=== block 1 ===
**Block 1: wires at chosen ports, followed through buffers**

(1 px per um)
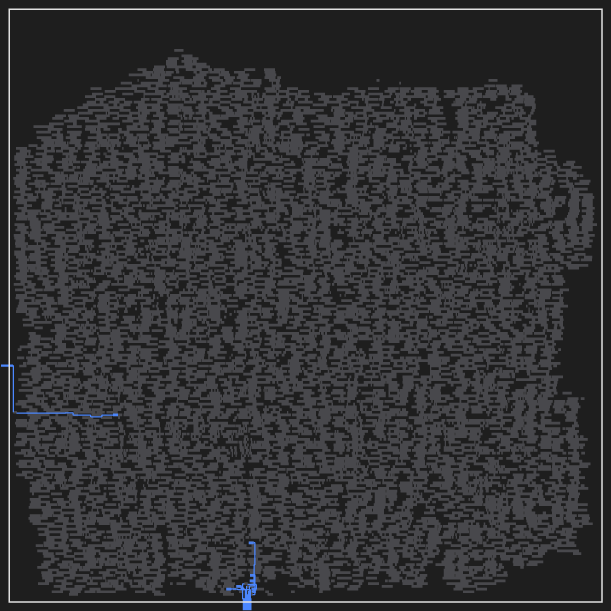

### src/rtl/text_buffer_if.sv
// Write, clear, status and read-port signals shared between draw,
// scan-out and the text buffer.
interface text_buffer_if;
  logic       WE;
  logic [4:0] CX;
  logic [3:0] CY;
  logic [7:0] CHAR;
  logic       CLR;
  logic       BUSY;
  logic       WR_DROP;
  logic       RD_EN;
  logic [4:0] RD_CX;
  logic [3:0] RD_CY;
  logic [7:0] RD_CHAR;
  logic       RD_VALID;

  modport master (
    output WE, CX, CY, CHAR, CLR,
    output RD_EN, RD_CX, RD_CY,
    input  BUSY, WR_DROP,
    input  RD_CHAR, RD_VALID
  );

  modport slave (
    input  WE, CX, CY, CHAR, CLR,
    input  RD_EN, RD_CX, RD_CY,
    output BUSY, WR_DROP,
    output RD_CHAR, RD_VALID
  );
endinterface

### src/rtl/text_buffer.sv
// COLS x ROWS character-cell RAM with a draw write port, a 512-cycle
// clear sweep and a 2-cycle read port for the scan-out stage.
module text_buffer #(
  parameter int         COLS       = 32,
  parameter int         ROWS       = 16,
  parameter logic [7:0] FILL_CHAR  = 8'h20,
  parameter bit         AUTO_CLEAR = 1'b1
) (
  input  logic          CLK,
  input  logic          NRST,
  text_buffer_if.slave  bus
);

  localparam logic [0:0] S_IDLE  = 1'b0;
  localparam logic [0:0] S_CLEAR = 1'b1;
  localparam logic [0:0] S_RST   = AUTO_CLEAR ? S_CLEAR : S_IDLE;

  localparam logic [5:0] COLS_W = 6'(COLS);
  localparam logic [4:0] ROWS_W = 5'(ROWS);

  logic [7:0] mem_q [512];

  logic [0:0] state_q, state_d;
  logic [8:0] cnt_q, cnt_d;
  logic       wr_drop_q, wr_drop_d;

  logic       rd_en_q;
  logic       rd_oor_q;
  logic [7:0] rd_data_q;
  logic [7:0] rd_char_q;
  logic       rd_valid_q;

  logic       wr_in;
  logic       rd_in;
  logic       clr_in;

  logic       mem_we;
  logic [8:0] mem_addr;
  logic [7:0] mem_wdata;

  assign wr_in  = ({1'b0, bus.CX} < COLS_W)
               && ({1'b0, bus.CY} < ROWS_W);
  assign rd_in  = ({1'b0, bus.RD_CX} < COLS_W)
               && ({1'b0, bus.RD_CY} < ROWS_W);
  assign clr_in = ({1'b0, cnt_q[4:0]} < COLS_W)
               && ({1'b0, cnt_q[8:5]} < ROWS_W);

  always_comb begin
    state_d   = state_q;
    cnt_d     = cnt_q;
    wr_drop_d = 1'b0;
    mem_we    = 1'b0;
    mem_addr  = {bus.CY, bus.CX};
    mem_wdata = bus.CHAR;
    unique case (state_q)
      S_IDLE: begin
        mem_we = bus.WE && wr_in;
        if (bus.CLR) begin
          state_d = S_CLEAR;
          cnt_d   = '0;
        end
      end
      S_CLEAR: begin
        // every count is stepped so the sweep length never depends on COLS/ROWS
        mem_we    = clr_in;
        mem_addr  = cnt_q;
        mem_wdata = FILL_CHAR;
        wr_drop_d = bus.WE && wr_in;
        cnt_d     = cnt_q + 9'd1;
        if (cnt_q == 9'd511) begin
          state_d = S_IDLE;
        end
      end
      default: begin
        state_d = S_IDLE;
      end
    endcase
  end

  // read samples the old word so a same-address write is not seen
  always_ff @(posedge CLK) begin
    if (mem_we) begin
      mem_q[mem_addr] <= mem_wdata;
    end
    if (bus.RD_EN) begin
      rd_data_q <= mem_q[{bus.RD_CY, bus.RD_CX}];
    end
  end

  always_ff @(posedge CLK or negedge NRST) begin
    if (!NRST) begin
      state_q    <= S_RST;
      cnt_q      <= '0;
      wr_drop_q  <= 1'b0;
      rd_en_q    <= 1'b0;
      rd_oor_q   <= 1'b0;
      rd_char_q  <= '0;
      rd_valid_q <= 1'b0;
    end else begin
      state_q    <= state_d;
      cnt_q      <= cnt_d;
      wr_drop_q  <= wr_drop_d;
      rd_en_q    <= bus.RD_EN;
      if (bus.RD_EN) begin
        rd_oor_q <= !rd_in;
      end
      rd_valid_q <= rd_en_q;
      if (rd_en_q) begin
        rd_char_q <= rd_oor_q ? FILL_CHAR : rd_data_q;
      end
    end
  end

  assign bus.BUSY     = (state_q == S_CLEAR);
  assign bus.WR_DROP  = wr_drop_q;
  assign bus.RD_CHAR  = rd_char_q;
  assign bus.RD_VALID = rd_valid_q;

endmodule

### src/flat_wrapper.sv
// flat-port wrapper written by rule: the top's interface ports become plain ports
module text_buffer_flat 
#(
  parameter int         COLS       = 32,
  parameter int         ROWS       = 16,
  parameter logic [7:0] FILL_CHAR  = 8'h20,
  parameter bit         AUTO_CLEAR = 1'b1
)
  (CLK, NRST, bus_WE, bus_CX, bus_CY, bus_CHAR, bus_CLR, bus_RD_EN, bus_RD_CX, bus_RD_CY, bus_BUSY, bus_WR_DROP, bus_RD_CHAR, bus_RD_VALID);
  text_buffer_if bus_i ();
  input  logic CLK;
  input  logic NRST;
  input wire logic [$bits(bus_i.WE)-1:0] bus_WE;
  input wire logic [$bits(bus_i.CX)-1:0] bus_CX;
  input wire logic [$bits(bus_i.CY)-1:0] bus_CY;
  input wire logic [$bits(bus_i.CHAR)-1:0] bus_CHAR;
  input wire logic [$bits(bus_i.CLR)-1:0] bus_CLR;
  input wire logic [$bits(bus_i.RD_EN)-1:0] bus_RD_EN;
  input wire logic [$bits(bus_i.RD_CX)-1:0] bus_RD_CX;
  input wire logic [$bits(bus_i.RD_CY)-1:0] bus_RD_CY;
  output wire logic [$bits(bus_i.BUSY)-1:0] bus_BUSY;
  output wire logic [$bits(bus_i.WR_DROP)-1:0] bus_WR_DROP;
  output wire logic [$bits(bus_i.RD_CHAR)-1:0] bus_RD_CHAR;
  output wire logic [$bits(bus_i.RD_VALID)-1:0] bus_RD_VALID;
  assign bus_i.WE = bus_WE;
  assign bus_i.CX = bus_CX;
  assign bus_i.CY = bus_CY;
  assign bus_i.CHAR = bus_CHAR;
  assign bus_i.CLR = bus_CLR;
  assign bus_i.RD_EN = bus_RD_EN;
  assign bus_i.RD_CX = bus_RD_CX;
  assign bus_i.RD_CY = bus_RD_CY;
  assign bus_BUSY = bus_i.BUSY;
  assign bus_WR_DROP = bus_i.WR_DROP;
  assign bus_RD_CHAR = bus_i.RD_CHAR;
  assign bus_RD_VALID = bus_i.RD_VALID;
  text_buffer #(.COLS(COLS), .ROWS(ROWS), .FILL_CHAR(FILL_CHAR), .AUTO_CLEAR(AUTO_CLEAR)) u_core (.CLK(CLK), .NRST(NRST), .bus(bus_i));
endmodule
### config.mk
export PLATFORM = sky130hd
export DESIGN_NAME = text_buffer_flat
export DESIGN_NICKNAME = d
export VERILOG_FILES = /design/src/rtl/text_buffer_if.sv /design/src/rtl/text_buffer.sv /design/src/flat_wrapper.sv
export SDC_FILE = /design/constraint.sdc
export NUM_CORES = 2
export LEC_CHECK = 0
export CORE_MARGIN = 3
export CORE_UTILIZATION = 47
export CTS_CLUSTER_SIZE = 28
export DETAILED_ROUTE_END_ITERATION = 7
export GPL_ROUTABILITY_DRIVEN = 0
export PLACE_DENSITY_LB_ADDON = 0.2
export SETUP_SLACK_MARGIN = 0.02
export SYNTH_ARGS = -nofsm -noshare
export SYNTH_HDL_FRONTEND = slang
export SYNTH_SLANG_ARGS = --single-unit
### constraint.sdc
create_clock -name CLK -period 40 [get_ports CLK]
set_clock_uncertainty 0.05 [all_clocks]
set_input_delay 8 -clock CLK [delete_from_list [all_inputs] [get_ports CLK]]
set_output_delay 8 -clock CLK [all_outputs]
set_load 0.01 [all_outputs]
=== block 2 ===
### src/rtl/parity_frame_accum_pkg.sv
// ============================================================================
// Module      : parity_frame_accum_pkg
// Description : Shared state encoding and width helper for parity_frame_accum.
// Revision    : 1.0 - initial release
// ============================================================================
`default_nettype none

package parity_frame_accum_pkg;

    typedef enum logic [1:0] {
        IDLE  = 2'd0,
        ACCUM = 2'd1,
        HOLD  = 2'd2
    } pfa_state_e;

    function automatic int pfa_len_w(input int max_len);
        return $clog2(max_len + 1);
    endfunction

endpackage

`default_nettype wire

### src/rtl/pfa_sat_counter.sv
// ============================================================================
// Module      : pfa_sat_counter
// Description : Saturating beat counter with clear and sticky overflow; exposes
//               the post-update count and overflow for same-edge capture.
// Revision    : 1.0 - initial release
// ============================================================================
`default_nettype none

module pfa_sat_counter #(
    parameter int MAX_LEN = 16,
    parameter int LEN_W   = 5
) (
    input  logic             clk,
    input  logic             rst_n,
    input  logic             i_clr,
    input  logic             i_inc,
    output logic [LEN_W-1:0] o_len_next,
    output logic             o_ovf_next
);

    localparam logic [LEN_W-1:0] c_max = LEN_W'(MAX_LEN);

    logic [LEN_W-1:0] r_len;
    logic             r_ovf;
    logic             w_at_max;

    // r_len never exceeds c_max, so equality is the saturation test
    assign w_at_max = (r_len == c_max);

    always_comb begin
        o_len_next = r_len;
        o_ovf_next = r_ovf;
        if (i_clr) begin
            o_len_next = '0;
            o_ovf_next = 1'b0;
        end else if (i_inc) begin
            if (w_at_max) begin
                o_ovf_next = 1'b1;
            end else begin
                o_len_next = r_len + 1'b1;
            end
        end
    end

    always_ff @(posedge clk or negedge rst_n) begin
        if (!rst_n) begin
            r_len <= '0;
            r_ovf <= 1'b0;
        end else begin
            r_len <= o_len_next;
            r_ovf <= o_ovf_next;
        end
    end

endmodule

`default_nettype wire

### src/rtl/parity_frame_accum.sv
// ============================================================================
// Module      : parity_frame_accum
// Description : Accumulates per-beat parity bits over a valid/ready framed
//               stream into one frame-parity result with length and overflow.
//               Optional expected-parity check: PARITY_FRAME_ACCUM_CHECK_EN.
// Revision    : 1.0 - initial release
// ============================================================================
`default_nettype none

module parity_frame_accum
    import parity_frame_accum_pkg::*;
#(
    parameter int MAX_LEN = 16,
    parameter int LEN_W   = pfa_len_w(MAX_LEN),
    parameter bit ODD     = 1'b0
) (
    input  logic             clk,
    input  logic             rst_n,
    input  logic             in_valid,
    output logic             in_ready,
    input  logic             in_bit,
    input  logic             in_last,
    output logic             out_valid,
    input  logic             out_ready,
    output logic             out_parity,
    output logic [LEN_W-1:0] out_len,
    output logic             out_overflow
`ifdef PARITY_FRAME_ACCUM_CHECK_EN
    ,
    input  logic             exp_parity,
    output logic             out_mismatch
`endif
);

    pfa_state_e       r_state;
    pfa_state_e       w_state_next;
    logic             r_acc;
    logic             w_acc_next;
    logic             w_accept;
    logic             w_handshake;
    logic [LEN_W-1:0] w_len_next;
    logic             w_ovf_next;

    assign in_ready    = (r_state != HOLD);
    assign w_accept    = in_valid && in_ready;
    assign w_handshake = (r_state == HOLD) && out_valid && out_ready;
    assign w_acc_next  = r_acc ^ in_bit;

    pfa_sat_counter #(
        .MAX_LEN (MAX_LEN),
        .LEN_W   (LEN_W)
    ) u_len_cnt (
        .clk        (clk),
        .rst_n      (rst_n),
        .i_clr      (w_handshake),
        .i_inc      (w_accept),
        .o_len_next (w_len_next),
        .o_ovf_next (w_ovf_next)
    );

    always_ff @(posedge clk or negedge rst_n) begin
        if (!rst_n) begin
            r_state <= IDLE;
        end else begin
            r_state <= w_state_next;
        end
    end

    always_comb begin
        w_state_next = r_state;
        case (r_state)
            IDLE, ACCUM: begin
                if (w_accept) begin
                    w_state_next = in_last ? HOLD : ACCUM;
                end
            end
            HOLD: begin
                if (w_handshake) begin
                    w_state_next = IDLE;
                end
            end
            default: w_state_next = IDLE;
        endcase
    end

    always_ff @(posedge clk or negedge rst_n) begin
        if (!rst_n) begin
            r_acc <= ODD;
        end else if (w_handshake) begin
            r_acc <= ODD;
        end else if (w_accept) begin
            r_acc <= w_acc_next;
        end
    end

    // Result fields capture post-update values so the last beat is included
    always_ff @(posedge clk or negedge rst_n) begin
        if (!rst_n) begin
            out_valid    <= 1'b0;
            out_parity   <= 1'b0;
            out_len      <= '0;
            out_overflow <= 1'b0;
        end else if (w_accept && in_last) begin
            out_valid    <= 1'b1;
            out_parity   <= w_acc_next;
            out_len      <= w_len_next;
            out_overflow <= w_ovf_next;
        end else if (w_handshake) begin
            out_valid    <= 1'b0;
        end
    end

`ifdef PARITY_FRAME_ACCUM_CHECK_EN
    always_ff @(posedge clk or negedge rst_n) begin
        if (!rst_n) begin
            out_mismatch <= 1'b0;
        end else if (w_accept && in_last) begin
            out_mismatch <= (w_acc_next != exp_parity);
        end else if (w_handshake) begin
            out_mismatch <= 1'b0;
        end
    end
`endif

endmodule

`default_nettype wire

### config.mk
export PLATFORM = sky130hd
export DESIGN_NAME = parity_frame_accum
export DESIGN_NICKNAME = d
export VERILOG_FILES = /design/src/rtl/parity_frame_accum_pkg.sv /design/src/rtl/pfa_sat_counter.sv /design/src/rtl/parity_frame_accum.sv
export SDC_FILE = /design/constraint.sdc
export NUM_CORES = 1
export LEC_CHECK = 0
export CAP_MARGIN = 20
export CORE_MARGIN = 10
export CORE_UTILIZATION = 49
export DETAILED_ROUTE_END_ITERATION = 6
export PLACE_DENSITY_LB_ADDON = 0.08
export SETUP_SLACK_MARGIN = 0.05
export SLEW_MARGIN = 10
export SYNTH_ARGS = -nofsm -noshare
export SYNTH_HDL_FRONTEND = slang
export SYNTH_SLANG_ARGS = --single-unit
### constraint.sdc
create_clock -name clk -period 1.9 [get_ports clk]
set_input_delay 0.285 -clock clk [delete_from_list [all_inputs] [get_ports clk]]
set_output_delay 0.285 -clock clk [all_outputs]
set_load 0.02 [all_outputs]
=== block 3 ===
--- src/rtl/uart_pkg.sv ---
// Shared UART constants: data width, default line timing and the derived
// two-character idle timeout used by the receive buffer.
package uart_pkg;

  localparam int UART_DATA_W = 8;
  localparam int CLK_FREQ    = 25000000;
  localparam int BAUD_RATE   = 115200;

  // Two 10-bit characters of line time, rounded to the nearest clock.
  localparam int DEFAULT_TIMEOUT_CLKS = (2 * 10 * CLK_FREQ + BAUD_RATE / 2) / BAUD_RATE;

endpackage

--- src/rtl/uart_fifo_ram.sv ---
// DEPTH x UART_DATA_W simple dual-port storage: synchronous write, asynchronous
// read, no reset on the array.
module uart_fifo_ram
  import uart_pkg::*;
#(
  parameter int DEPTH = 16,
  localparam int AW   = $clog2(DEPTH)
) (
  input  logic                   clk_i,
  input  logic                   we_i,
  input  logic [AW-1:0]          waddr_i,
  input  logic [UART_DATA_W-1:0] wdata_i,
  input  logic [AW-1:0]          raddr_i,
  output logic [UART_DATA_W-1:0] rdata_o
);

  logic [UART_DATA_W-1:0] mem_q [DEPTH];

  // Storage write port.
  always_ff @(posedge clk_i) begin
    if (we_i) begin
      mem_q[waddr_i] <= wdata_i;
    end
  end

  assign rdata_o = mem_q[raddr_i];

endmodule

--- src/rtl/uart_rx_fifo.sv ---
// Receive-side first-word-fall-through byte buffer with sticky overflow flag
// and a one-shot inter-byte idle timeout pulse.
module uart_rx_fifo
  import uart_pkg::*;
#(
  parameter int DEPTH        = 16,
  parameter int TIMEOUT_CLKS = DEFAULT_TIMEOUT_CLKS,
  localparam int AW          = $clog2(DEPTH),
  localparam int CW          = AW + 1,
  localparam int TW          = $clog2(TIMEOUT_CLKS + 1)
) (
  input  logic                   i_CLK,
  input  logic                   i_RESET,
  input  logic [UART_DATA_W-1:0] i_RX_DATA,
  input  logic                   i_DATA_READY,
  output logic [UART_DATA_W-1:0] o_DATA,
  output logic                   o_VALID,
  input  logic                   i_READY,
  output logic [CW-1:0]          o_COUNT,
  output logic                   o_FULL,
  output logic                   o_EMPTY,
  output logic                   o_OVERFLOW,
  input  logic                   i_CLR_OVF,
  output logic                   o_IDLE_TIMEOUT
);

  logic [AW-1:0] wr_ptr_q, wr_ptr_d, rd_ptr_q, rd_ptr_d;
  logic [CW-1:0] count_q, count_d;
  logic          full_q, full_d, empty_q, empty_d;
  logic          ovf_q, ovf_d;
  logic [TW-1:0] timer_q, timer_d;
  logic          timeout_q, timeout_d;
  logic          pop_s, wr_en_s, drop_s;
  logic [UART_DATA_W-1:0] rdata_s;

  assign pop_s   = !empty_q && i_READY;
  assign wr_en_s = i_DATA_READY && (!full_q || pop_s);
  assign drop_s  = i_DATA_READY && full_q && !pop_s;

  uart_fifo_ram #(.DEPTH(DEPTH)) u_ram (
    .clk_i   (i_CLK),
    .we_i    (wr_en_s),
    .waddr_i (wr_ptr_q),
    .wdata_i (i_RX_DATA),
    .raddr_i (rd_ptr_q),
    .rdata_o (rdata_s)
  );

  // Next-state for pointers, occupancy, overflow flag and idle timer.
  always_comb begin
    wr_ptr_d  = wr_ptr_q;
    rd_ptr_d  = rd_ptr_q;
    count_d   = count_q;
    ovf_d     = ovf_q;
    timer_d   = timer_q;
    timeout_d = 1'b0;

    if (wr_en_s) begin
      wr_ptr_d = wr_ptr_q + AW'(1);
    end else begin
      wr_ptr_d = wr_ptr_q;
    end
    if (pop_s) begin
      rd_ptr_d = rd_ptr_q + AW'(1);
    end else begin
      rd_ptr_d = rd_ptr_q;
    end

    if (wr_en_s && !pop_s) begin
      count_d = count_q + CW'(1);
    end else if (pop_s && !wr_en_s) begin
      count_d = count_q - CW'(1);
    end else begin
      count_d = count_q;
    end

    // A drop coinciding with a clear leaves the flag set.
    if (drop_s) begin
      ovf_d = 1'b1;
    end else if (i_CLR_OVF) begin
      ovf_d = 1'b0;
    end else begin
      ovf_d = ovf_q;
    end

    if (wr_en_s || empty_q) begin
      timer_d = '0;
    end else if (timer_q != TW'(TIMEOUT_CLKS)) begin
      timer_d   = timer_q + TW'(1);
      timeout_d = (timer_q == TW'(TIMEOUT_CLKS - 1));
    end else begin
      timer_d = timer_q;
    end

    full_d  = (count_d == CW'(DEPTH));
    empty_d = (count_d == CW'(0));
  end

  // State registers with synchronous reset; memory is deliberately untouched.
  always_ff @(posedge i_CLK) begin
    if (i_RESET) begin
      wr_ptr_q  <= '0;
      rd_ptr_q  <= '0;
      count_q   <= '0;
      full_q    <= 1'b0;
      empty_q   <= 1'b1;
      ovf_q     <= 1'b0;
      timer_q   <= '0;
      timeout_q <= 1'b0;
    end else begin
      wr_ptr_q  <= wr_ptr_d;
      rd_ptr_q  <= rd_ptr_d;
      count_q   <= count_d;
      full_q    <= full_d;
      empty_q   <= empty_d;
      ovf_q     <= ovf_d;
      timer_q   <= timer_d;
      timeout_q <= timeout_d;
    end
  end

  assign o_VALID        = !empty_q;
  assign o_DATA         = empty_q ? 8'h00 : rdata_s;
  assign o_COUNT        = count_q;
  assign o_FULL         = full_q;
  assign o_EMPTY        = empty_q;
  assign o_OVERFLOW     = ovf_q;
  assign o_IDLE_TIMEOUT = timeout_q;

endmodule

--- config.mk ---
export PLATFORM = sky130hd
export DESIGN_NAME = uart_rx_fifo
export DESIGN_NICKNAME = d
export VERILOG_FILES = /design/src/rtl/uart_pkg.sv /design/src/rtl/uart_fifo_ram.sv /design/src/rtl/uart_rx_fifo.sv
export SDC_FILE = /design/constraint.sdc
export NUM_CORES = 1
export LEC_CHECK = 0
export ABC_AREA = 0
export CAP_MARGIN = 20
export CORE_UTILIZATION = 54
export CTS_CLUSTER_DIAMETER = 50
export DETAILED_ROUTE_END_ITERATION = 8
export PLACE_DENSITY = 0.75
export SYNTH_ARGS = -nofsm -noshare
export SYNTH_HDL_FRONTEND = slang
export SYNTH_SLANG_ARGS = --single-unit
--- constraint.sdc ---
create_clock -name i_CLK -period 2.51 [get_ports i_CLK]
set_input_delay 0.502 -clock i_CLK [delete_from_list [all_inputs] [get_ports i_CLK]]
set_output_delay 0.502 -clock i_CLK [all_outputs]
set_load 0.01 [all_outputs]
=== block 4 ===
===== src/rtl/axi_lite_pkg.sv =====
// Shared constants and FSM state encodings for the AXI4-Lite master.
package axi_lite_pkg;

  // AXI response codes carried on BRESP / RRESP
  localparam logic [1:0] RESP_OKAY   = 2'b00;
  localparam logic [1:0] RESP_EXOKAY = 2'b01;
  localparam logic [1:0] RESP_SLVERR = 2'b10;
  localparam logic [1:0] RESP_DECERR = 2'b11;

  // Unprivileged, secure, data access for every transaction
  localparam logic [2:0] PROT_DEFAULT = 3'b000;

  typedef enum logic [1:0] {
    W_IDLE = 2'd0,
    W_SEND = 2'd1,
    W_RESP = 2'd2
  } w_state_t;

  typedef enum logic [1:0] {
    R_IDLE = 2'd0,
    R_ADDR = 2'd1,
    R_DATA = 2'd2
  } r_state_t;

endpackage


===== src/rtl/axi_lite_vld_hold.sv =====
// VALID holding register: set by a load pulse, held until the channel
// handshake (valid & ready at a rising edge), then cleared.
module axi_lite_vld_hold (
  input  logic clk,
  input  logic rst_n,
  input  logic load,
  input  logic ready,
  output logic valid
);

  // Load wins so a new request is never lost; otherwise drop only on handshake
  always_ff @(posedge clk or negedge rst_n) begin
    if (!rst_n) begin
      valid <= 1'b0;
    end else if (load) begin
      valid <= 1'b1;
    end else if (valid && ready) begin
      valid <= 1'b0;
    end
  end

endmodule


===== src/rtl/axi_lite_master.sv =====
// AXI4-Lite master: turns single-cycle write/read request pulses into
// AW/W/B and AR/R channel traffic. The write and read engines are fully
// independent and each carries at most one transaction at a time.
module axi_lite_master #(
  parameter int ADDR_WIDTH = 32,
  parameter int DATA_WIDTH = 32
) (
  input  logic                    aclk,
  input  logic                    aresetn,

  input  logic                    wr_req,
  input  logic [ADDR_WIDTH-1:0]   wr_addr,
  input  logic [DATA_WIDTH-1:0]   wr_data,
  input  logic [DATA_WIDTH/8-1:0] wr_strb,
  output logic                    wr_done,
  output logic [1:0]              wr_resp,
  output logic                    wr_busy,

  input  logic                    rd_req,
  input  logic [ADDR_WIDTH-1:0]   rd_addr,
  output logic [DATA_WIDTH-1:0]   rd_data,
  output logic                    rd_done,
  output logic [1:0]              rd_resp,
  output logic                    rd_busy,

  output logic [ADDR_WIDTH-1:0]   m_axi_awaddr,
  output logic [2:0]              m_axi_awprot,
  output logic                    m_axi_awvalid,
  input  logic                    m_axi_awready,

  output logic [DATA_WIDTH-1:0]   m_axi_wdata,
  output logic [DATA_WIDTH/8-1:0] m_axi_wstrb,
  output logic                    m_axi_wvalid,
  input  logic                    m_axi_wready,

  input  logic [1:0]              m_axi_bresp,
  input  logic                    m_axi_bvalid,
  output logic                    m_axi_bready,

  output logic [ADDR_WIDTH-1:0]   m_axi_araddr,
  output logic [2:0]              m_axi_arprot,
  output logic                    m_axi_arvalid,
  input  logic                    m_axi_arready,

  input  logic [DATA_WIDTH-1:0]   m_axi_rdata,
  input  logic [1:0]              m_axi_rresp,
  input  logic                    m_axi_rvalid,
  output logic                    m_axi_rready
);

  import axi_lite_pkg::*;

  w_state_t w_state, w_next;
  r_state_t r_state, r_next;

  logic wr_load;
  logic rd_load;
  logic aw_ok;
  logic w_ok;
  logic wr_complete;
  logic rd_complete;

  assign m_axi_awprot = PROT_DEFAULT;
  assign m_axi_arprot = PROT_DEFAULT;

  // A request is only taken while its engine is idle; busy-time pulses are dropped
  assign wr_load = (w_state == W_IDLE) && wr_req;
  assign rd_load = (r_state == R_IDLE) && rd_req;

  // A channel is finished once its VALID is already gone or handshakes this edge
  assign aw_ok = !m_axi_awvalid || m_axi_awready;
  assign w_ok  = !m_axi_wvalid  || m_axi_wready;

  assign wr_complete = (w_state == W_RESP) && m_axi_bvalid;
  assign rd_complete = (r_state == R_DATA) && m_axi_rvalid;

  axi_lite_vld_hold u_aw_vld (
    .clk   (aclk),
    .rst_n (aresetn),
    .load  (wr_load),
    .ready (m_axi_awready),
    .valid (m_axi_awvalid)
  );

  axi_lite_vld_hold u_w_vld (
    .clk   (aclk),
    .rst_n (aresetn),
    .load  (wr_load),
    .ready (m_axi_wready),
    .valid (m_axi_wvalid)
  );

  axi_lite_vld_hold u_ar_vld (
    .clk   (aclk),
    .rst_n (aresetn),
    .load  (rd_load),
    .ready (m_axi_arready),
    .valid (m_axi_arvalid)
  );

  // Write engine state register
  always_ff @(posedge aclk or negedge aresetn) begin
    if (!aresetn) begin
      w_state <= W_IDLE;
    end else begin
      w_state <= w_next;
    end
  end

  // Write engine next state: leave SEND only when both AW and W are done
  always_comb begin
    w_next = w_state;
    case (w_state)
      W_IDLE:  if (wr_req) w_next = W_SEND;
      W_SEND:  if (aw_ok && w_ok) w_next = W_RESP;
      W_RESP:  if (m_axi_bvalid) w_next = W_IDLE;
      default: w_next = W_IDLE;
    endcase
  end

  // Write engine state-decoded outputs
  always_comb begin
    m_axi_bready = (w_state == W_RESP);
    wr_busy      = (w_state != W_IDLE);
  end

  // Capture write address/data/strobe so they stay stable while VALID is up
  always_ff @(posedge aclk or negedge aresetn) begin
    if (!aresetn) begin
      m_axi_awaddr <= '0;
      m_axi_wdata  <= '0;
      m_axi_wstrb  <= '0;
    end else if (wr_load) begin
      m_axi_awaddr <= wr_addr;
      m_axi_wdata  <= wr_data;
      m_axi_wstrb  <= wr_strb;
    end
  end

  // Write completion: one-cycle done pulse, response held until next completion
  always_ff @(posedge aclk or negedge aresetn) begin
    if (!aresetn) begin
      wr_done <= 1'b0;
      wr_resp <= RESP_OKAY;
    end else begin
      wr_done <= wr_complete;
      if (wr_complete) begin
        wr_resp <= m_axi_bresp;
      end
    end
  end

  // Read engine state register
  always_ff @(posedge aclk or negedge aresetn) begin
    if (!aresetn) begin
      r_state <= R_IDLE;
    end else begin
      r_state <= r_next;
    end
  end

  // Read engine next state: address phase, then wait for the data beat
  always_comb begin
    r_next = r_state;
    case (r_state)
      R_IDLE:  if (rd_req) r_next = R_ADDR;
      R_ADDR:  if (m_axi_arvalid && m_axi_arready) r_next = R_DATA;
      R_DATA:  if (m_axi_rvalid) r_next = R_IDLE;
      default: r_next = R_IDLE;
    endcase
  end

  // Read engine state-decoded outputs
  always_comb begin
    m_axi_rready = (r_state == R_DATA);
    rd_busy      = (r_state != R_IDLE);
  end

  // Capture read address so it stays stable while ARVALID is up
  always_ff @(posedge aclk or negedge aresetn) begin
    if (!aresetn) begin
      m_axi_araddr <= '0;
    end else if (rd_load) begin
      m_axi_araddr <= rd_addr;
    end
  end

  // Read completion: one-cycle done pulse, data and response held until next read
  always_ff @(posedge aclk or negedge aresetn) begin
    if (!aresetn) begin
      rd_done <= 1'b0;
      rd_data <= '0;
      rd_resp <= RESP_OKAY;
    end else begin
      rd_done <= rd_complete;
      if (rd_complete) begin
        rd_data <= m_axi_rdata;
        rd_resp <= m_axi_rresp;
      end
    end
  end

endmodule


===== config.mk =====
export PLATFORM = sky130hd
export DESIGN_NAME = axi_lite_master
export DESIGN_NICKNAME = d
export VERILOG_FILES = /design/src/rtl/axi_lite_pkg.sv /design/src/rtl/axi_lite_vld_hold.sv /design/src/rtl/axi_lite_master.sv
export SDC_FILE = /design/constraint.sdc
export NUM_CORES = 1
export LEC_CHECK = 0
export ABC_CLOCK_PERIOD_IN_PS = 1900
export CORE_ASPECT_RATIO = 1.25
export CORE_MARGIN = 2
export CORE_UTILIZATION = 35
export DETAILED_ROUTE_END_ITERATION = 10
export PLACE_DENSITY_LB_ADDON = 0.15
export REMOVE_ABC_BUFFERS = 1
export SETUP_SLACK_MARGIN = 0.5
export SLEW_MARGIN = 10
export SYNTH_ARGS = -nofsm -noshare
export SYNTH_HDL_FRONTEND = slang
export SYNTH_SLANG_ARGS = --single-unit

===== constraint.sdc =====
create_clock -name aclk -period 1.9 [get_ports aclk]
set_input_delay 0.475 -clock aclk [delete_from_list [all_inputs] [get_ports aclk]]
set_output_delay 0.475 -clock aclk [all_outputs]
set_load 0.03 [all_outputs]

**Block 1: I/O pins on the die edge**

Pins as bars across the die edge, other pins in gray.
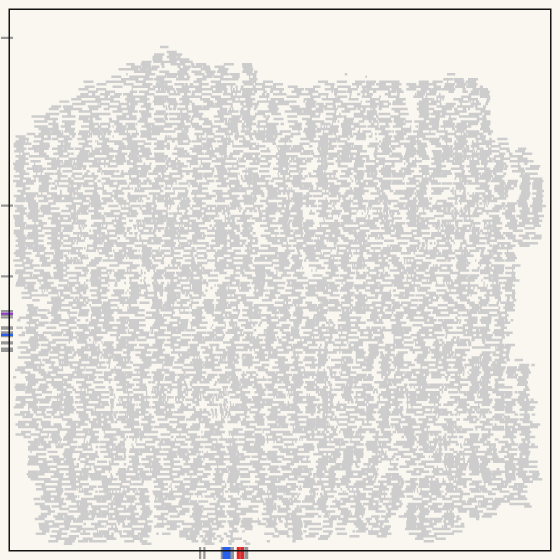
- bus_RD_EN: purple (pins 1; direction input; edge west)
- bus_CY: red (pins 4; direction input; edge south)
- bus_CHAR: blue (pins 8; direction input; edge 7 south, 1 west)

Notes on 'wires at chosen ports, followed through buffers' of block 1 above:
- bus_CHAR: blue (bits 8; direction input; edge 7 south, 1 west; end cells 8; buffers 8; wire 373 um)
number of primary I/O pins: 42
number of port buffers: 41

==> job_summary.md, block 1 <==
### Yosys + OpenROAD results

| Metric | Value |
|---|---|
| Result of the run | `finished clean` |
| Setup crit start | `bus_RD_CX[0]` |
| Area fraction in mux cells | `between 10% and 20%` |
| Total Neg Setup Slack | `0 ns` |
| Clk pwr | `0.00375 W` |
| Global-route total usage across every layer | `between 20% and 30%` |
| Worst slew slack as a fraction of its limit | `8.74%` |
| TritonCTS Buffers | `just over 400` |
| Vias in the first global route | `81800` |
| Multi-input logic area | `around 35000 sq um` |
| Design internal power | `between 0.007 and 0.008 W` |
| Clock tree from TritonCTS | `yes` |
| RSZ-0062 raised after global routing | `no` |
| Reg2Reg Launch Point | `u_core.bus.BUSY` |
| Worst-Skew Late Latency | `~0.96 ns` |
| Fraction of met3 tracks used by global routing | `under 10%` |
| Number of non-clock inverters in the layout | `8` |
| Synth warnings | `0` |
| Count of non-filler cells in the finished layout | `~13000` |
| Count of antenna diodes in the layout | `15` |
| Clock-pin slew on the worst setup and hold paths | `~0.06 ns` |
block 1: layer usage:
metal  up-vias  part of all wire, %
met5         -                0.018
met4        10                  3.5
met3       713                  8.2
met2      3758                   47
met1     43500                   41
li1      34100                    -
block 1: flip-flops by register name, summed over array words and instances, names as in the netlist:
name,count
u_core.bus.BUSY,1
u_core.bus.RD_CHAR,8
u_core.bus.RD_VALID,1
u_core.bus.WR_DROP,1
u_core.cnt_q,9
u_core.mem_q,4096
u_core.rd_data_q,8
u_core.rd_en_q,1
block 1: cell families (layout without fill, tap and decap cells):
| group | after synthesis | count (layout) |
|---|---|---|
| other | 0 | 15 |
| DFF | 4125 | 4125 |
| and+or+nand+nor | 1018 | 1018 |
| buffers and inverters | 527 | 956 |
| xor gates and xnor gates | 4 | 4 |
| adders and majority gates | 2 | 2 |
| AOI/OAI and AO/OA | 1001 | 1001 |
| muxes | 1471 | 1471 |
block 1: critical path: cells and delay by family:
| kind | cells | cell delay (ns) |
|---|---|---|
| buffers and inverters | 6 | 4.55 |
| AND-OR/OR-AND | 4 | 1.48 |
| AND/OR/NAND/NOR | 2 | 0.25 |
| multiplexers | 1 | 0.21 |
**Block 2: gate families picked out**

(8 px per um)
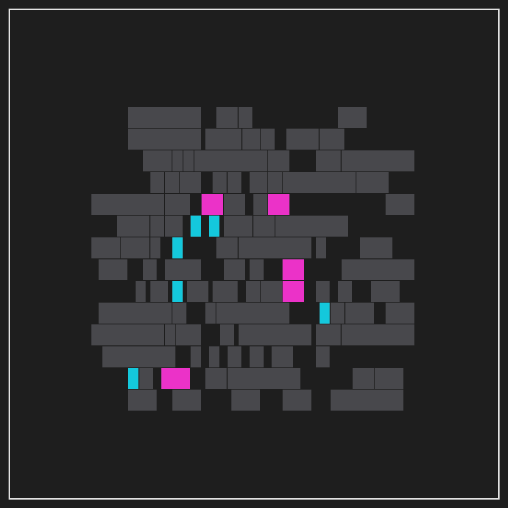
- and/or cells: magenta (cells 5; where center)
- inv cells: cyan (cells 6)

**Block 2: cell outlines without signal wires**

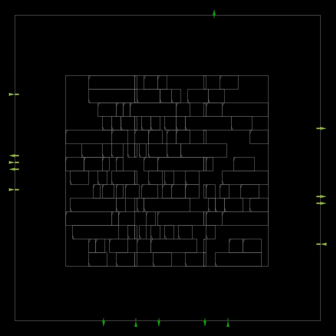
final core occ: 67.1%
core area: 1540 sq um
count of filler cells inserted in the layout: 122

==> job_summary.md, block 2 <==
### Yosys + OpenROAD results

| Metric | Value |
|---|---|
| RSZ-0062 raised after global routing | `no` |
| Post-detailed-route count of antenna-violating nets | `0` |
| Die area | `between 3000 and 4000 sq um` |
| Static leakage power | `between 0.4 and 0.5 nW` |
| Floorplan utilization | `a little over half` |
| Worst slew slack as a fraction of its limit | `approximately 70%` |
| Detailed-routing wirelength on met1 | `between 700 and 800 um` |
| Layout overhead on the synthesized area | `25.5%` |
| Longest individual stage delay on the worst path | `0.43 ns` |
| CP Buf/Inv Count | `2` |
| Final estimated routing congestion in global placement | `0.838` |
| Global routing usage on met1 | `roughly 14%` |
| Library cell with the largest summed area after synthesis | `sky130_fd_sc_hd__dfrtp_1` |
| Crit path depth | `6` |
| Number of buffers inserted by hold repair at cts | `0` |
| Result of the run | `finished clean` |
| Multi-input gate share of total cell area | `35.1%` |
| Antenna violations before repair | `0` |
| Dominant register cell | `sky130_fd_sc_hd__dfrtp_1` |
| Distinct cell type count after synthesis | `21` |
| Number of port buffers | `14` |
| Compound-cell area share of the yosys netlist | `between 10% and 20%` |
| Maximum number of pins on one net before global-route repair | `18` |
| Pre-CTS setup slack | `between 0.05 and 0.06 ns` |
| Fraction of standard cell area that is sequential | `41.1%` |
| Mapped cell area | `around 800 sq um` |
| Number of well taps | `16` |
| Max FO, Critical Path | `5` |
| Count of antenna diodes in the layout | `0` |
| Number of primary I/O pins | `15` |
| Achievable frequency | `about 590 MHz` |
| Area fraction in mux cells | `under 10%` |
| Area contributors post-synth | `sky130_fd_sc_hd__dfrtp_1 52%, sky130_fd_sc_hd__o21ai_0 6.7%, sky130_fd_sc_hd__mux2_2 5.5%` |
| Tally of max-capacitance violations | `0` |
| Net count, final | `between 100 and 150` |
| Largest clock skew in the final design | `between 0.007 and 0.008 ns` |
## block 2: flip-flops by register name, summed over array words and instances (netlist names)
name and flops:
out_overflow 1, u_len_cnt.r_len 5, u_len_cnt.r_ovf 1, r_state 2, r_acc 1, out_len 5, out_parity 1, out_valid 1
## block 2: power by group
group          internal (W)  switching, W
Combinational      0.000335      0.000314
Clock             0.0000784      0.000119
Sequential         0.000511      0.000121
Total              0.000924      0.000554
## block 2: cells in the mapped netlist (2+ instances only)
library cell / instances
sky130_fd_sc_hd__a21oi_1: 5
sky130_fd_sc_hd__a31oi_1: 2
sky130_fd_sc_hd__buf_2: 2
sky130_fd_sc_hd__dfrtp_1: 17
sky130_fd_sc_hd__ha_1: 2
sky130_fd_sc_hd__inv_1: 5
sky130_fd_sc_hd__mux2_2: 4
sky130_fd_sc_hd__nand2_1: 3
sky130_fd_sc_hd__nand2b_1: 2
sky130_fd_sc_hd__nand3_1: 4
sky130_fd_sc_hd__nor2_1: 6
sky130_fd_sc_hd__o21ai_0: 11
sky130_fd_sc_hd__o31ai_1: 4
sky130_fd_sc_hd__or4_1: 4
sky130_fd_sc_hd__xnor2_1: 4
**Block 4: gate families picked out**

(3 px per um)
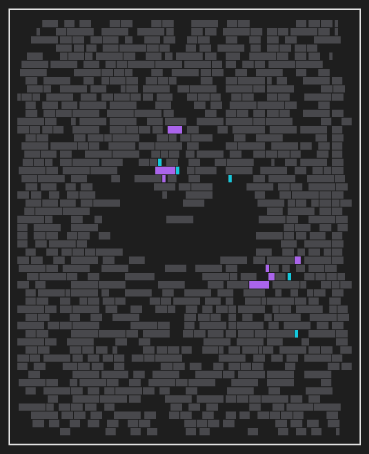
- nor cells: purple (cells 7)
- inv cells: cyan (cells 5)
most used logic cell in the final layout: sky130_fd_sc_hd__buf_6
count of non-filler cells in the finished layout: 909
multi-input gate share of total cell area: 18.8%

==> job_summary.md, block 4 <==
### Yosys + OpenROAD results

| Metric | Value |
|---|---|
| Number of clock sinks seen by CTS | `between 100 and 150` |
| Maximum number of pins on one net before global-route repair | `~43` |
| Cell area after placement | `~8800 sq um` |
| Pre-CTS setup slack | `-0.123 ns` |
| Number of setup violations in the final report | `0` |
| Global routing usage on met1 | `a little under a fifth` |
| Global-route total usage across every layer | `around 18%` |
| Result of the run | `finished clean` |
| Vias/cell | `4.51` |
| Cell Rows | `around 50` |
| Largest non-sequential cell family by area | `multiplexers` |
| Count of pins over their slew limit | `0` |
| Number of port buffers | `around 290` |
| Number of well taps | `around 210` |
| Clock root buffer master | `sky130_fd_sc_hd__clkbuf_16` |
| Critical path arrival | `between 1 and 1.5 ns` |
| RSZ-0062 raised after global routing | `yes` |
| Area fraction in mux cells | `27.7%` |
| Reg2Reg Launch Point | `w_state[0]` |
| Number of remaining DRC errors | `0` |
| Worst ir drop on vdd | `1.06 mV` |
| R2R Setup Slk | `roughly 0.2 ns` |
| Die span in y | `roughly 140 um` |
| Cell type of the slowest stage on the worst timing path | `sky130_fd_sc_hd__dfrtp_1` |
| Floorplan utilization | `35.7%` |
| Total wire length | `approximately 16 mm` |
| Sequential area share after synthesis | `roughly two thirds` |
block 4: power by group through the flow:
stage               Clock (W)  Combinational, W  Sequential, W
floorplan                   0           0.00193        0.00838
global placement            0           0.00904        0.00535
detailed placement          0           0.00918        0.00543
CTS                   0.00320           0.00977        0.00568
global route          0.00333            0.0111        0.00587
finish                0.00312            0.0106        0.00570
block 4: placed cells by master (no fill, tap or decap), types with 7 or more instances in the layout:
master                            netlist  routed
sky130_fd_sc_hd__clkinv_2               0       7
sky130_fd_sc_hd__clkbuf_16              0      22
sky130_fd_sc_hd__dfrtp_1              145     145
sky130_fd_sc_hd__mux2_4                 0      46
sky130_fd_sc_hd__buf_6                 13     153
sky130_fd_sc_hd__clkdlybuf4s50_1        0     143
sky130_fd_sc_hd__buf_4                  6      37
sky130_fd_sc_hd__buf_12                 0       9
sky130_fd_sc_hd__mux2_2               130      84
block 4: timing repair:
item | in CTS | in global routing
pin swaps | 1 | 2
setup endpoints to repair | 245 | 281
hold buffers | 1 | 0
setup buffers | 15 | 22
endpoints found under the hold margin | 38 | 0
cloned | 0 | 8
gates resized | 1009 | 66
**Block 3: cell outlines without signal wires**

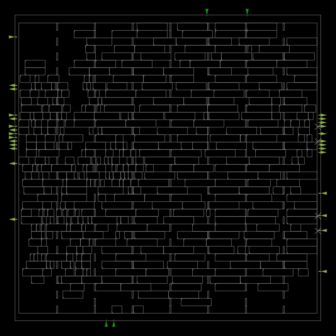
number of flip-flops and latches: 162
count of non-filler cells in the finished layout: 596
Cell Rows: 39

==> job_summary.md, block 3 <==
### Yosys + OpenROAD results

| Metric | Value |
|---|---|
| Sequential area share after synthesis | `a little over two thirds` |
| Number of cells on the worst hold path | `2` |
| Gates resized, CTS repair | `between 40 and 50` |
| Multi-input combinational cell count | `188` |
| Worst Hold Launch | `o_OVERFLOW` |
| Result of the run | `finished with violations` |
| Clock root buffer master | `sky130_fd_sc_hd__clkbuf_16` |
| Number of buffers inserted by hold repair at cts | `0` |
| Terminating pin of the worst hold path | `o_OVERFLOW` |
| Number of remaining DRC errors | `4` |
| Vias/cell | `about 5.8` |
| Global routing usage on met1 | `28.8%` |
| Critical path arrival | `2.29 ns` |
| RSZ-0062 raised after global routing | `yes` |
| Maximum buffer depth of the clock tree | `2` |
| Number of setup violations in the final report | `8` |
| Failing checks | `DRC, setup timing` |
| Smallest setup slack after layout | `-0.286 ns` |
| Longest individual stage delay on the worst path | `0.52 ns` |
[block 3: how the worst max path moves through the flow]
stage | endpoint | slack (ns) | cells after the start
6_report | o_DATA[7] | -0.29 | 5
5_1_grt | o_DATA[5] | -0.35 | 5
4_1_cts | o_DATA[3] | -0.33 | 6
3_5_place_dp | o_DATA[1] | -0.25 | 5
3_3_place_gp | o_DATA[2] | -0.23 | 5
2_1_floorplan | u_ram.mem_q[3][0] | 0.11 | 4
[block 3: stage by stage]
stage	hold slack (ns)	utilization, %
5_1_grt	0.544	66.9
2_1_floorplan	0.468	-
3_3_place_gp	0.468	62.1
3_5_place_dp	0.479	62.1
4_1_cts	0.497	67.2
6_report	0.491	66.9
[block 3: power breakdown]
part | switching [W] | internal [W]
clock | 0.000945 | 0.00155
sequential | 0.0000482 | 0.00296
combinational | 0.000334 | 0.000395
[block 3: flip-flops by register name, indices dropped and copies added, names as in the netlist, named ones only]
signal and count:
wr_ptr_q 4, o_IDLE_TIMEOUT 1, o_EMPTY 1, rd_ptr_q 4
timer_q 13, o_COUNT 5, o_FULL 1, o_OVERFLOW 1
u_ram.mem_q 128


==> layout pictures side by side <==
Wires at chosen ports, followed through buffers.
(a)
(2 px per um)
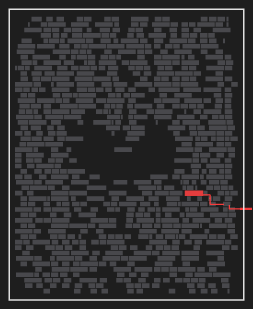
(b)
(4 px per um)
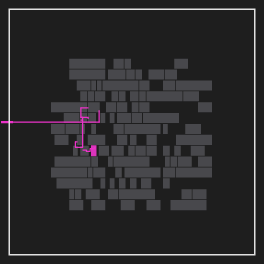
(c)
(2 px per um)
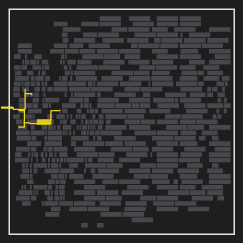
- block 4 = (a)
- block 2 = (b)
- block 3 = (c)
Of these, largest die: (a)

Key to (a):
- m_axi_awvalid: red (bits 1; direction output; edge east; end cells 1; buffers 1; wire 23.7 um)


==> layout pictures side by side <==
I/O pins on the die edge.
picture 1
(3 px per um) Pins as bars across the die edge, other pins in gray.
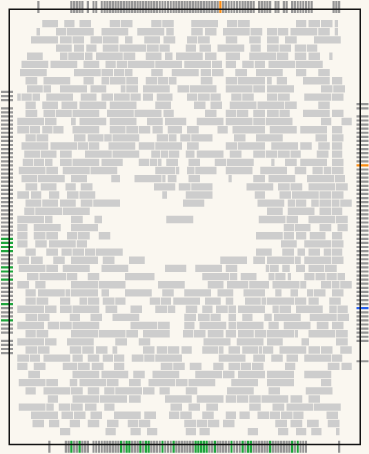
picture 2
(4 px per um) Pins as bars across the die edge, other pins in gray.
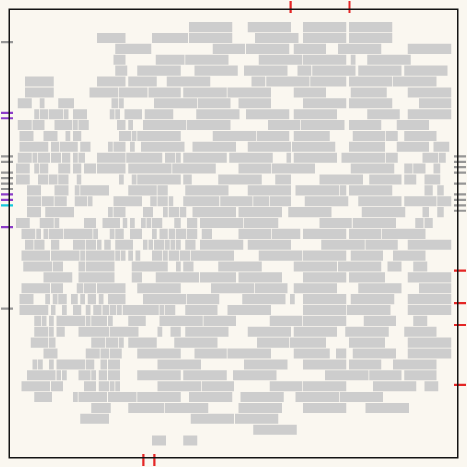
picture 3
(8 px per um) Pins as bars across the die edge, other pins in gray.
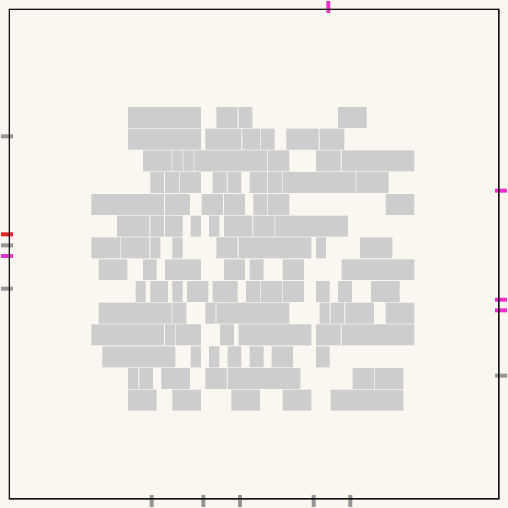
Of these, largest die: picture 1
Of these, smallest die: picture 3
- block 4 = picture 1
- block 2 = picture 3
- block 3 = picture 2

Key to picture 2:
- o_COUNT: purple (pins 5; direction output; edge west)
- i_RX_DATA: red (pins 8; direction input; edge 4 east, 2 north, 2 south)
- o_EMPTY: cyan (pins 1; direction output; edge west)

No activity file was given, so power comes from the tool's default toggle rates.
